# ---- tt_timer_core ----
### src/rtl/tt_timer_core.sv
`default_nettype none
// ============================================================================
// Module   : tt_timer_core
// Purpose  : Programmable timer/counter with prescaler, start/stop control,
//            four counting modes and a one-cycle expire pulse.
// Revision : 1.0 - initial release
// ============================================================================
module tt_timer_core #(
    parameter int WIDTH   = 8,
    parameter int PRESC_W = 4
) (
    input  logic               clk,
    input  logic               rst,
    input  logic [PRESC_W-1:0] prescale,
    input  logic [1:0]         mode,
    input  logic [WIDTH-1:0]   reload,
    input  logic               start,
    input  logic               stop,
    output logic [WIDTH-1:0]   count,
    output logic               running,
    output logic               done,
    output logic               expire
);

    typedef enum logic [1:0] {
        S_IDLE = 2'd0,
        S_RUN  = 2'd1,
        S_DONE = 2'd2
    } state_t;

    localparam logic [1:0] c_MODE_FREE_UP   = 2'b00;
    localparam logic [1:0] c_MODE_PERIODIC  = 2'b01;
    localparam logic [1:0] c_MODE_ONE_SHOT  = 2'b10;
    localparam logic [1:0] c_MODE_UP_RELOAD = 2'b11;

    state_t             r_state;
    state_t             w_state_nxt;
    logic [WIDTH-1:0]   r_count;
    logic [WIDTH-1:0]   w_count_nxt;
    logic [PRESC_W-1:0] r_presc;
    logic [PRESC_W-1:0] w_presc_nxt;
    logic               r_expire;
    logic               w_expire_nxt;
    logic               w_tick;

    // '>=' rather than '==' so a prescale lowered mid-run cannot strand the divider.
    assign w_tick = (r_state == S_RUN) && (r_presc >= prescale);

    always_comb begin
        w_state_nxt  = r_state;
        w_count_nxt  = r_count;
        w_presc_nxt  = r_presc;
        w_expire_nxt = 1'b0;

        if (stop) begin
            w_state_nxt = S_IDLE;
            w_presc_nxt = '0;
        end else if (start) begin
            w_state_nxt = S_RUN;
            w_presc_nxt = '0;
            // Down-counting modes load reload; up-counting modes begin at zero.
            w_count_nxt = (mode[0] ^ mode[1]) ? reload : '0;
        end else if (r_state == S_RUN) begin
            if (w_tick) begin
                w_presc_nxt = '0;
                case (mode)
                    c_MODE_FREE_UP: begin
                        w_count_nxt  = r_count + 1'b1;
                        w_expire_nxt = &r_count;
                    end
                    c_MODE_PERIODIC: begin
                        if (r_count == '0) begin
                            w_count_nxt  = reload;
                            w_expire_nxt = 1'b1;
                        end else begin
                            w_count_nxt = r_count - 1'b1;
                        end
                    end
                    c_MODE_ONE_SHOT: begin
                        if (r_count == '0) begin
                            w_expire_nxt = 1'b1;
                            w_state_nxt  = S_DONE;
                        end else begin
                            w_count_nxt = r_count - 1'b1;
                        end
                    end
                    c_MODE_UP_RELOAD: begin
                        if (r_count >= reload) begin
                            w_count_nxt  = '0;
                            w_expire_nxt = 1'b1;
                        end else begin
                            w_count_nxt = r_count + 1'b1;
                        end
                    end
                    default: begin
                        w_count_nxt = r_count;
                    end
                endcase
            end else begin
                w_presc_nxt = r_presc + 1'b1;
            end
        end
    end

    always_ff @(posedge clk) begin
        if (rst) begin
            r_state  <= S_IDLE;
            r_count  <= '0;
            r_presc  <= '0;
            r_expire <= 1'b0;
        end else begin
            r_state  <= w_state_nxt;
            r_count  <= w_count_nxt;
            r_presc  <= w_presc_nxt;
            r_expire <= w_expire_nxt;
        end
    end

    assign count   = r_count;
    assign running = (r_state == S_RUN);
    assign done    = (r_state == S_DONE);
    assign expire  = r_expire;

endmodule
`default_nettype wire

### config.mk
export PLATFORM = sky130hd
export DESIGN_NAME = tt_timer_core
export DESIGN_NICKNAME = d
export VERILOG_FILES = /design/src/rtl/tt_timer_core.sv
export SDC_FILE = /design/constraint.sdc
export NUM_CORES = 1
export LEC_CHECK = 0
export CAP_MARGIN = 10
export CORE_ASPECT_RATIO = 0.6
export CORE_MARGIN = 8
export CORE_UTILIZATION = 28
export CTS_CLUSTER_SIZE = 30
export DETAILED_ROUTE_END_ITERATION = 8
export PLACE_DENSITY = 0.49
export SLEW_MARGIN = 40
export SYNTH_ARGS = -nofsm -noshare
export SYNTH_HDL_FRONTEND = slang
export SYNTH_SLANG_ARGS = --single-unit
### constraint.sdc
create_clock -name clk -period 3 [get_ports clk]
set_input_delay 0.9 -clock clk [delete_from_list [all_inputs] [get_ports clk]]
set_output_delay 0.9 -clock clk [all_outputs]
set_load 0.01 [all_outputs]
# ---- iq_accumulator ----
**src/rtl/iq_accumulator.sv**
```systemverilog
// iq_accumulator: phase-aligned I/Q demodulating accumulator with saturation
// Ports:
//   CLK, RST                 clock (rising edge), asynchronous active-low reset
//   EN                       demodulation enable; low discards everything in flight
//   PHASE, ADC_VALID         sample phase index and its valid strobe
//   ADC_DATA, SIN_REF, COS_REF  signed sample and reference values
//   I_OUT, Q_OUT, OVERFLOW   per-period result, held until the next OUT_VALID
//   OUT_VALID                one-cycle result strobe
//   SYNC_ERR                 sticky phase discontinuity flag, cleared by EN low
//   BUSY                     high while accumulating a period
module iq_accumulator #(
  parameter int PERIOD = 80,
  parameter int ADC_W = 12,
  parameter int REF_W = 8,
  parameter int ACC_W = 32
) (
  input  logic                    CLK,
  input  logic                    RST,
  input  logic                    EN,
  input  logic [7:0]              PHASE,
  input  logic                    ADC_VALID,
  input  logic signed [ADC_W-1:0] ADC_DATA,
  input  logic signed [REF_W-1:0] SIN_REF,
  input  logic signed [REF_W-1:0] COS_REF,
  output logic signed [ACC_W-1:0] I_OUT,
  output logic signed [ACC_W-1:0] Q_OUT,
  output logic                    OUT_VALID,
  output logic                    OVERFLOW,
  output logic                    SYNC_ERR,
  output logic                    BUSY
);
  localparam int PW = ADC_W + REF_W;
  typedef enum logic [1:0] {IDLE, ALIGN, ACCUM} state_t;
  state_t st, st_n;
  logic s1_v, end_q, end_n, ovf, ovf_n, ovf_end, ovf_end_n, err_n;
  logic hit, load, keep, last, sat_i, sat_q;
  logic [7:0] s1_ph, exp_ph, exp_n;
  logic signed [PW-1:0] p_i, p_q;
  logic signed [ACC_W-1:0] acc_i, acc_q, acc_i_n, acc_q_n, sum_i, sum_q;
  // returns {saturated, clamped sum}; a one-bit guard detects signed overflow
  function automatic logic [ACC_W:0] sat_add(input logic signed [ACC_W-1:0] a, input logic signed [PW-1:0] b);
    logic signed [ACC_W:0] s;
    s = $signed({a[ACC_W-1], a}) + $signed({{(ACC_W+1-PW){b[PW-1]}}, b});
    return (s[ACC_W] != s[ACC_W-1]) ? {1'b1, s[ACC_W], {(ACC_W-1){~s[ACC_W]}}} : {1'b0, s[ACC_W-1:0]};
  endfunction
  assign hit = (st == ACCUM) && (s1_ph == exp_ph);
  assign load = s1_ph == 8'd0;
  assign keep = hit || load;
  assign last = s1_ph == 8'(PERIOD - 1);
  // phase 0 always restarts from zero, which gives back-to-back periods and realignment
  assign {sat_i, sum_i} = sat_add(load ? '0 : acc_i, p_i);
  assign {sat_q, sum_q} = sat_add(load ? '0 : acc_q, p_q);
  assign BUSY = st == ACCUM;
  always_comb begin
    st_n = st;
    acc_i_n = acc_i;
    acc_q_n = acc_q;
    ovf_n = ovf;
    exp_n = exp_ph;
    err_n = SYNC_ERR;
    end_n = 1'b0;
    ovf_end_n = ovf_end;
    if (!EN) begin
      st_n = IDLE;
      acc_i_n = '0;
      acc_q_n = '0;
      ovf_n = 1'b0;
      exp_n = '0;
      err_n = 1'b0;
    end else if (st == IDLE) begin
      st_n = ALIGN;
    end else if (s1_v) begin
      // a mismatching sample is re-judged as an align candidate: phase 0 reloads at once
      err_n = SYNC_ERR || ((st == ACCUM) && !hit);
      st_n = keep ? ACCUM : ALIGN;
      acc_i_n = keep ? sum_i : '0;
      acc_q_n = keep ? sum_q : '0;
      ovf_n = keep && (sat_i || sat_q || (ovf && !load));
      exp_n = !keep ? '0 : last ? 8'd0 : s1_ph + 8'd1;
      end_n = keep && last;
      ovf_end_n = ovf_n;
    end
  end
  always_ff @(posedge CLK or negedge RST) begin
    if (!RST) begin
      st <= IDLE;
      s1_v <= 1'b0;
      s1_ph <= '0;
      p_i <= '0;
      p_q <= '0;
      acc_i <= '0;
      acc_q <= '0;
      ovf <= 1'b0;
      exp_ph <= '0;
      end_q <= 1'b0;
      ovf_end <= 1'b0;
      SYNC_ERR <= 1'b0;
      OUT_VALID <= 1'b0;
      I_OUT <= '0;
      Q_OUT <= '0;
      OVERFLOW <= 1'b0;
    end else begin
      st <= st_n;
      s1_v <= ADC_VALID && EN;
      s1_ph <= PHASE;
      p_i <= PW'(ADC_DATA) * PW'(SIN_REF);
      p_q <= PW'(ADC_DATA) * PW'(COS_REF);
      acc_i <= acc_i_n;
      acc_q <= acc_q_n;
      ovf <= ovf_n;
      exp_ph <= exp_n;
      end_q <= end_n && EN;
      ovf_end <= ovf_end_n;
      SYNC_ERR <= err_n;
      OUT_VALID <= end_q && EN;
      if (end_q && EN) begin
        I_OUT <= acc_i;
        Q_OUT <= acc_q;
        OVERFLOW <= ovf_end;
      end
    end
  end
endmodule

```
**config.mk**
```make
export PLATFORM = sky130hd
export DESIGN_NAME = iq_accumulator
export DESIGN_NICKNAME = d
export VERILOG_FILES = /design/src/rtl/iq_accumulator.sv
export SDC_FILE = /design/constraint.sdc
export NUM_CORES = 1
export LEC_CHECK = 0
export ABC_AREA = 1
export CORE_ASPECT_RATIO = 1.4
export CORE_MARGIN = 1
export CORE_UTILIZATION = 55
export CTS_CLUSTER_DIAMETER = 80
export DETAILED_ROUTE_END_ITERATION = 16
export PLACE_DENSITY_LB_ADDON = 0.08
export SYNTH_ARGS = -nofsm -noshare
export SYNTH_HDL_FRONTEND = slang
export SYNTH_SLANG_ARGS = --single-unit
```
**constraint.sdc**
```tcl
create_clock -name CLK -period 4.2 [get_ports CLK]
set_input_delay 0.84 -clock CLK [delete_from_list [all_inputs] [get_ports CLK]]
set_output_delay 0.84 -clock CLK [all_outputs]
set_load 0.05 [all_outputs]
```
**iq_accumulator: register map, names as in the netlist**

Other sequential cells in the stronger grey, the rest of the logic in the fainter grey.
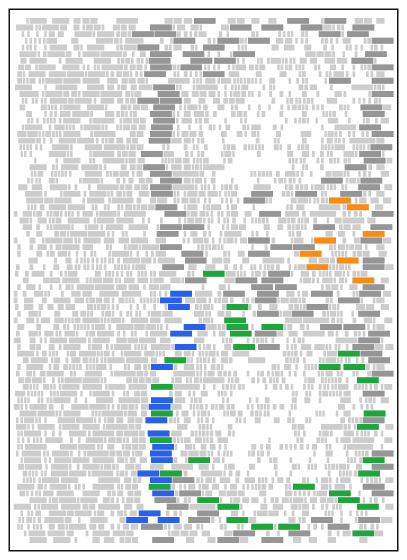
colour	name in the netlist	flops
blue	p_i	20
orange	exp_ph	8
green	acc_i	32
not coloured	133

==> impl_metrics.csv, iq_accumulator <==
group,metric,value,unit
status,outcome,"complete, no violations",
power_and_ir_drop,switchingPower,5.04,mW
finish,buffers,285,
final_timing,fin_skew,0.0114,ns
grt,use_met3,0.0294,
logic_synthesis,yosys_most_used_dff,"dfrtp_1",
power_and_ir_drop,seq_power_share,0.189,
grt,met1_usage,0.323,
finish,fillers,2940,
final_timing,min_period,4.15,ns
drt,wl_met2,23000,microns
power_and_ir_drop,internal-power,6.80,mW
run,drv_cap,0,
setup_path,critPathBufInv,7,
final_timing,max_freq,0.241,GHz
floorplan,num_io_pins,108,
power_and_ir_drop,p_clk,1.89,mW
logic_synthesis,ys_ff,193,
setup_path,path_cells,"buf_6 > buf_6 > buf_4 > nand2_1 > inv_1 > fa_1 > fa_2 > fa_1 > inv_1 > fa_1 > inv_1 > ha_4 > a21oi_2 > inv_2 > a31oi_4 > o21ai_4 > nand3_2 > o2111ai_2 > xor2_1",
clock_network,cts_setup_buffers,8,
clock_network,cts.clk_slew.worst_paths,0.06,ns
grt,antenna_found_initial,0,
floorplan,taps,445,
drt,dr_total_vias,15800,
grt,grt_pass1_wl,74000,microns
clock_network,max-clock-path-buffers,2,
setup_path,crit_slowest_cell,"fa_1",
logic_synthesis,ys_seq_frac,0.257,
setup_path,arrival,4.46,ns
finish,final_common_cell,"nand2_1",
setup_path,cp_max_fo,8,
finish,ff_count,193,
drt,ant_nets,0,
drt,drc_errors,0,
power_and_ir_drop,comb_power_share,0.651,
finish,antenna_cells,0,
final_timing,hold_ws,0.445,ns
logic_synthesis,top_cells_by_area,"dfrtp_1 26%, fa_1 17%, nand2_1 14%, inv_1 9.8%, ha_1 9.3%",
finish,area_growth,21.3,%
finish,final_area,22800,sq um
## iq_accumulator: logic make-up (layout without fill, tap and decap cells)
| group | after synthesis | after routing | share of synthesized area |
|---|---|---|---|
| AOI/OAI and AO/OA | 308 | 308 | 0.0979 |
| xor gates and xnor gates | 101 | 101 | 0.0471 |
| adders and majority gates | 300 | 300 | 0.264 |
| buffers and inverters | 578 | 819 | 0.120 |
| DFF | 193 | 193 | 0.257 |
| and+or+nand+nor | 988 | 988 | 0.214 |
**tt_timer_core: signal wires by layer**

Only two layers are drawn.
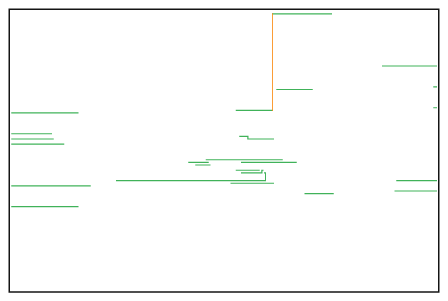
colour	layer	wire length
green	M3	284 microns
orange	M4	25.2 microns

**tt_timer_core: nets reached from selected ports**

Bar = 20 microns.
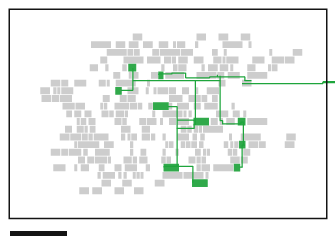
colour	port	bits	direction	edge	end cells	buffers	wire
green	rst	1	input	right	10	2	224 microns

==> impl_metrics.csv, tt_timer_core <==
group,metric,value,unit
power_and_ir_drop,power_density,309,nW/um^2
logic_synthesis,top_cells_by_area,"dfxtp_1 19%, ha_1 16%, inv_1 5.1%, o21ai_0 3.9%, a221oi_2 3.9%",
status,outcome,"complete, no violations",
setup_path,crit_top_cell,"a221oi_2",
setup_path,rr_worst_depth,8,
final_timing,finalSetupTns,0,ns
hold_path,hp-class,"flop to flop",
setup_path,crit_family,"AND-OR/OR-AND gates",
final_timing,max_freq,0.355,GHz
final_timing,relSlewSlack,0.674,
placement,placed_cells,306,
placement,numPortBuffers,28,
power_and_ir_drop,switchingPower,0.212,mW
setup_path,setup.worst_path.class,"input pin to flop",
finish,final_util,0.384,
grt,use_met3,0.0328,
logic_synthesis,syn-num-nets,228,
setup_path,critPathLaunchType,"input pin",
clock_network,post_cts_resized,0,
clock_network,cts_setup_buffers,0,
setup_path,critPathRequiredTime,3.17,ns
finish,drive_gt1_frac,0.183,
drt,drt-initial-drc-count,54,
final_timing,setup_slack,0.184,ns
clock_network,numCtsBuffers,3,
setup_path,cp-end-kind,"flop",
setup_path,critPathMaxStageDelay,0.49,ns
finish,final_area,2090,sq um
finish,clkCellAreaFrac,0.0216,
finish,seq_area,300,sq um
clock_network,cts_hold_buf,0,
hold_path,worst_hold_startpoint,"r_state[1]",
clock_network,htreeDepth,1,
logic_synthesis,largest_area_cell,"dfxtp_1",
final_timing,setup_viol,0,
logic_synthesis,syn_area_per_cell,8.11,sq um
finish,fillers,575,
finish,antenna_cells,0,
floorplan,num_io_pins,29,
power_and_ir_drop,pwr-share-clk,0.264,
finish,nonClkBufAreaFrac,0.231,
power_and_ir_drop,p_leak,0.903,nW
[tt_timer_core: Yosys cell counts, drive strengths merged (2+ instances only)]
cell / number
buf: 7
nand4: 2
nor2: 16
mux2i: 4
a211oi: 2
a31oi: 4
a21o: 3
nor2b: 2
nor3: 5
nor4: 2
a22oi: 2
dfxtp: 15
a221oi: 5
nand3: 8
o21ai: 12
xor2: 3
or2: 2
xnor2: 6
inv: 21
o22ai: 2
nand2b: 3
a21oi: 6
ha: 20
nand2: 16
and3: 2
[tt_timer_core: registers in the layout, indices dropped and copies added, names as in the netlist]
signal and flops:
count 8, expire 1, r_presc 4, r_state 2

==> layout pictures side by side <==
The metal 2 layer.
shot_01.png
Bar = 20 microns.
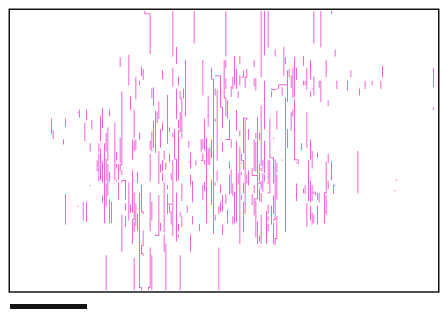
shot_02.png
Bar = 50 microns.
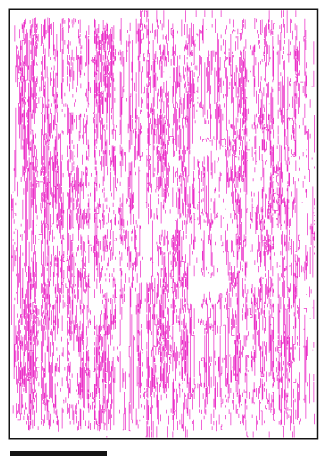
tt_timer_core -> shot_01.png
iq_accumulator -> shot_02.png
Of these, largest die: shot_02.png

Key to shot_02.png:
wire length on this layer	23.0 mm
share of all routed wire	51%
main direction	vertical
longest straight run	67.3 microns


# ---- tim_sched ----
<file path="src/rtl/tim_pkg.sv">
// Shared constants for the cog/PLL clock-rate scheduler and counter modules.
package tim_pkg;

    localparam logic [4:0] SEL_PLL16X = 5'b11111;
    localparam logic [4:0] SEL_PLL8X  = 5'b11110;
    localparam logic [4:0] SEL_PLL4X  = 5'b11101;
    localparam logic [4:0] SEL_PLL2X  = 5'b11100;
    localparam logic [4:0] SEL_PLL1X  = 5'b11011;

    typedef enum logic [1:0] {
        ST_RUN    = 2'd0,
        ST_DRAIN  = 2'd1,
        ST_SETTLE = 2'd2
    } tim_state_e;

endpackage

</file>
<file path="src/rtl/tim_inc_lut.sv">
// Maps a 5-bit clock select to the per-clk accumulator increment; zero stops the clock.
module tim_inc_lut
    import tim_pkg::*;
#(
    parameter int DIV_W = 13
) (
    input  logic [4:0]       sel,
    output logic [DIV_W-1:0] inc
);

    // PLL codes are matched first; none of them alias the RC/XINPUT partial decodes.
    always_comb begin
        inc = '0;
        if (sel == SEL_PLL16X) begin
            inc[DIV_W-1] = 1'b1;
        end else if (sel == SEL_PLL8X) begin
            inc[DIV_W-2] = 1'b1;
        end else if (sel == SEL_PLL4X) begin
            inc[DIV_W-3] = 1'b1;
        end else if ((sel == SEL_PLL2X) || (sel[2:0] == 3'b000)) begin
            inc[DIV_W-4] = 1'b1;
        end else if ((sel == SEL_PLL1X) || (sel[3:0] == 4'b1010)) begin
            inc[DIV_W-5] = 1'b1;
        end else if (sel[2:0] == 3'b001) begin
            inc[0] = 1'b1;
        end
    end

endmodule

</file>
<file path="src/rtl/tim_sched.sv">
// Cog/PLL clock-rate generator: phase accumulator whose rate changes only at a clean wrap.
//
//  state     | meaning
//  ----------+-------------------------------------------------------------
//  ST_RUN    | accumulate at cur_sel rate, watch for a new request
//  ST_DRAIN  | keep old rate until the accumulator wraps, then switch
//  ST_SETTLE | accumulator held at 0 while the settle timer counts down
module tim_sched
    import tim_pkg::*;
#(
    parameter int DIV_W      = 13,
    parameter int SETTLE_CYC = 4
) (
    input  logic       clk,
    input  logic       res,
    input  logic [6:0] cfg,
    output logic       clk_pll,
    output logic       clk_cog,
    output logic       cog_ena,
    output logic       mode_busy,
    output logic [4:0] cur_sel
);

    localparam logic [3:0] SETTLE_LOAD = 4'(SETTLE_CYC - 1);

    logic [6:0]       cfgx_q, cfgx_d;
    logic [4:0]       cur_sel_q, cur_sel_d;
    logic [DIV_W-1:0] acc_q, acc_d;
    logic             msb_q, msb_d;
    tim_state_e       state_q, state_d;
    logic [3:0]       cnt_q, cnt_d;

    logic [4:0]       req_sel;
    logic [DIV_W-1:0] inc;
    logic [DIV_W:0]   sum;
    logic             wrap;
    logic             cfg_unused;

    // OSCM bits only matter to the oscillator, not to the rate selection.
    assign cfg_unused = ^cfgx_q[4:3];
    assign req_sel    = {cfgx_q[6:5], cfgx_q[2:0]};

    tim_inc_lut #(.DIV_W(DIV_W)) u_inc_lut (
        .sel (cur_sel_q),
        .inc (inc)
    );

    assign sum  = {1'b0, acc_q} + {1'b0, inc};
    assign wrap = sum[DIV_W];

    always_comb begin
        cfgx_d    = cfg;
        cur_sel_d = cur_sel_q;
        acc_d     = sum[DIV_W-1:0];
        msb_d     = acc_q[DIV_W-1];
        state_d   = state_q;
        cnt_d     = cnt_q;
        unique case (state_q)
            ST_RUN: begin
                if (req_sel != cur_sel_q) begin
                    if (inc == '0) begin
                        // Stopped clock has no edge to wait for.
                        state_d   = ST_SETTLE;
                        cur_sel_d = req_sel;
                        acc_d     = '0;
                        cnt_d     = SETTLE_LOAD;
                    end else begin
                        state_d = ST_DRAIN;
                    end
                end
            end
            ST_DRAIN: begin
                if (wrap) begin
                    state_d   = ST_SETTLE;
                    cur_sel_d = req_sel;
                    acc_d     = '0;
                    cnt_d     = SETTLE_LOAD;
                end
            end
            ST_SETTLE: begin
                acc_d = '0;
                if (cnt_q == 4'd0) begin
                    state_d = ST_RUN;
                end else begin
                    cnt_d = cnt_q - 4'd1;
                end
            end
            default: begin
                state_d = ST_RUN;
            end
        endcase
    end

    // During reset the MSB free-toggles so cogs still see clk_cog edges.
    always_ff @(posedge clk) begin
        msb_q <= msb_d;
        if (res) begin
            cfgx_q    <= '0;
            cur_sel_q <= '0;
            state_q   <= ST_RUN;
            cnt_q     <= '0;
            acc_q     <= {~acc_q[DIV_W-1], {(DIV_W-1){1'b0}}};
        end else begin
            cfgx_q    <= cfgx_d;
            cur_sel_q <= cur_sel_d;
            state_q   <= state_d;
            cnt_q     <= cnt_d;
            acc_q     <= acc_d;
        end
    end

    assign clk_cog   = acc_q[DIV_W-1];
    assign cog_ena   = acc_q[DIV_W-1] & ~msb_q;
    assign mode_busy = (state_q != ST_RUN) | (req_sel != cur_sel_q);
    assign cur_sel   = cur_sel_q;
    assign clk_pll   = (cur_sel_q == SEL_PLL16X) ? clk : acc_q[DIV_W-2];

endmodule
</file>
<file path="config.mk">
export PLATFORM = sky130hd
export DESIGN_NAME = tim_sched
export DESIGN_NICKNAME = d
export VERILOG_FILES = /design/src/rtl/tim_pkg.sv /design/src/rtl/tim_inc_lut.sv /design/src/rtl/tim_sched.sv
export SDC_FILE = /design/constraint.sdc
export NUM_CORES = 1
export LEC_CHECK = 0
export ABC_AREA = 1
export CORE_ASPECT_RATIO = 0.5
export CORE_MARGIN = 4
export CORE_UTILIZATION = 58
export DETAILED_ROUTE_END_ITERATION = 10
export GPL_ROUTABILITY_DRIVEN = 0
export PLACE_DENSITY = 0.82
export SYNTH_ARGS = -nofsm -noshare
export SYNTH_HDL_FRONTEND = slang
export SYNTH_HIERARCHICAL = 1
export SYNTH_SLANG_ARGS = --single-unit
</file>
<file path="constraint.sdc">
create_clock -name clk -period 2.9 [get_ports clk]
set_input_delay 0.29 -clock clk [delete_from_list [all_inputs] [get_ports clk]]
set_output_delay 0.29 -clock clk [all_outputs]
set_load 0.02 [all_outputs]
</file>
**tim_sched: signal wires by layer**

Only two layers are drawn.
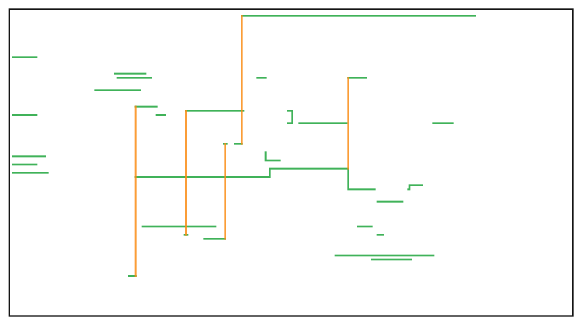
colour	layer	wire length
orange	M4	100 microns
green	M3	211 microns

==> impl_metrics.csv <==
group,metric,value,unit
final_timing,hold_viol,0,
hold_path,hold_end,"msb_q",
clock_network,post_cts_resized,0,
setup_path,path_cells,"clkbuf_8 > clkbuf_8 > mux2_2 > clkdlybuf4s50_1",
drt,dr_total_vias,1892,
logic_synthesis,top_logic_kind,"simple AND/OR/NAND/NOR gates",
setup_path,crit_family,"buffers and inverters",
hold_path,worst_hold_startpoint,"acc_q[12]",
grt,antenna_found_initial,0,
clock_network,cts_tree,"done",
power_and_ir_drop,pwr-share-clk,0.256,
run,drv_cap,0,
setup_path,rrSetupSlack,0.52,ns
floorplan,fp.dieW,92.5,microns
power_and_ir_drop,power.switching_fraction,0.417,
finish,final_area,2420,sq um
final_timing,drv_slew,0,
finish,num-nets-final,356,
status,outcome,"complete, no violations",
finish,antenna_cells,0,
final_timing,hold_ws,0.388,ns
logic_synthesis,post-synth-top-area-fraction,0.290,
**tim_sched: nets reached from selected ports**

Bar = 20 microns.
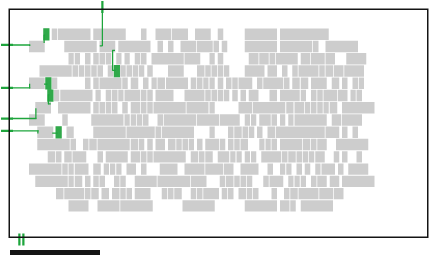
colour	port	bits	direction	edge	end cells	buffers	wire
green	cfg	7	input	4 left, 2 bottom, 1 top	5	5	42.5 microns

-- per-layer routing --
metal	GRT usage	share of wire	vias to the layer above
li1	-	-	987
met1	0.220	0.45	844
met2	0.339	0.47	50
met3	0.0614	0.050	11
met4	0.116	0.023	0
met5	0	0	-
-- flip-flops by register name (all words and copies together), names as in the netlist --
register	count
acc_q	13
cfgx_q	5
cur_sel	5
cnt_q	4
state_q	2
msb_q	1
-- area by class of cell --
class	count	area, sq um
repair buffers	14	140
clock inverters	2	60.1
flip-flops and latches	30	601
clock buffers	10	134
inverters	42	158
fillers	259	1020
well taps	51	63.8
multi-input cells	234	1260

No activity file was given, so power comes from the tool's default toggle rates.
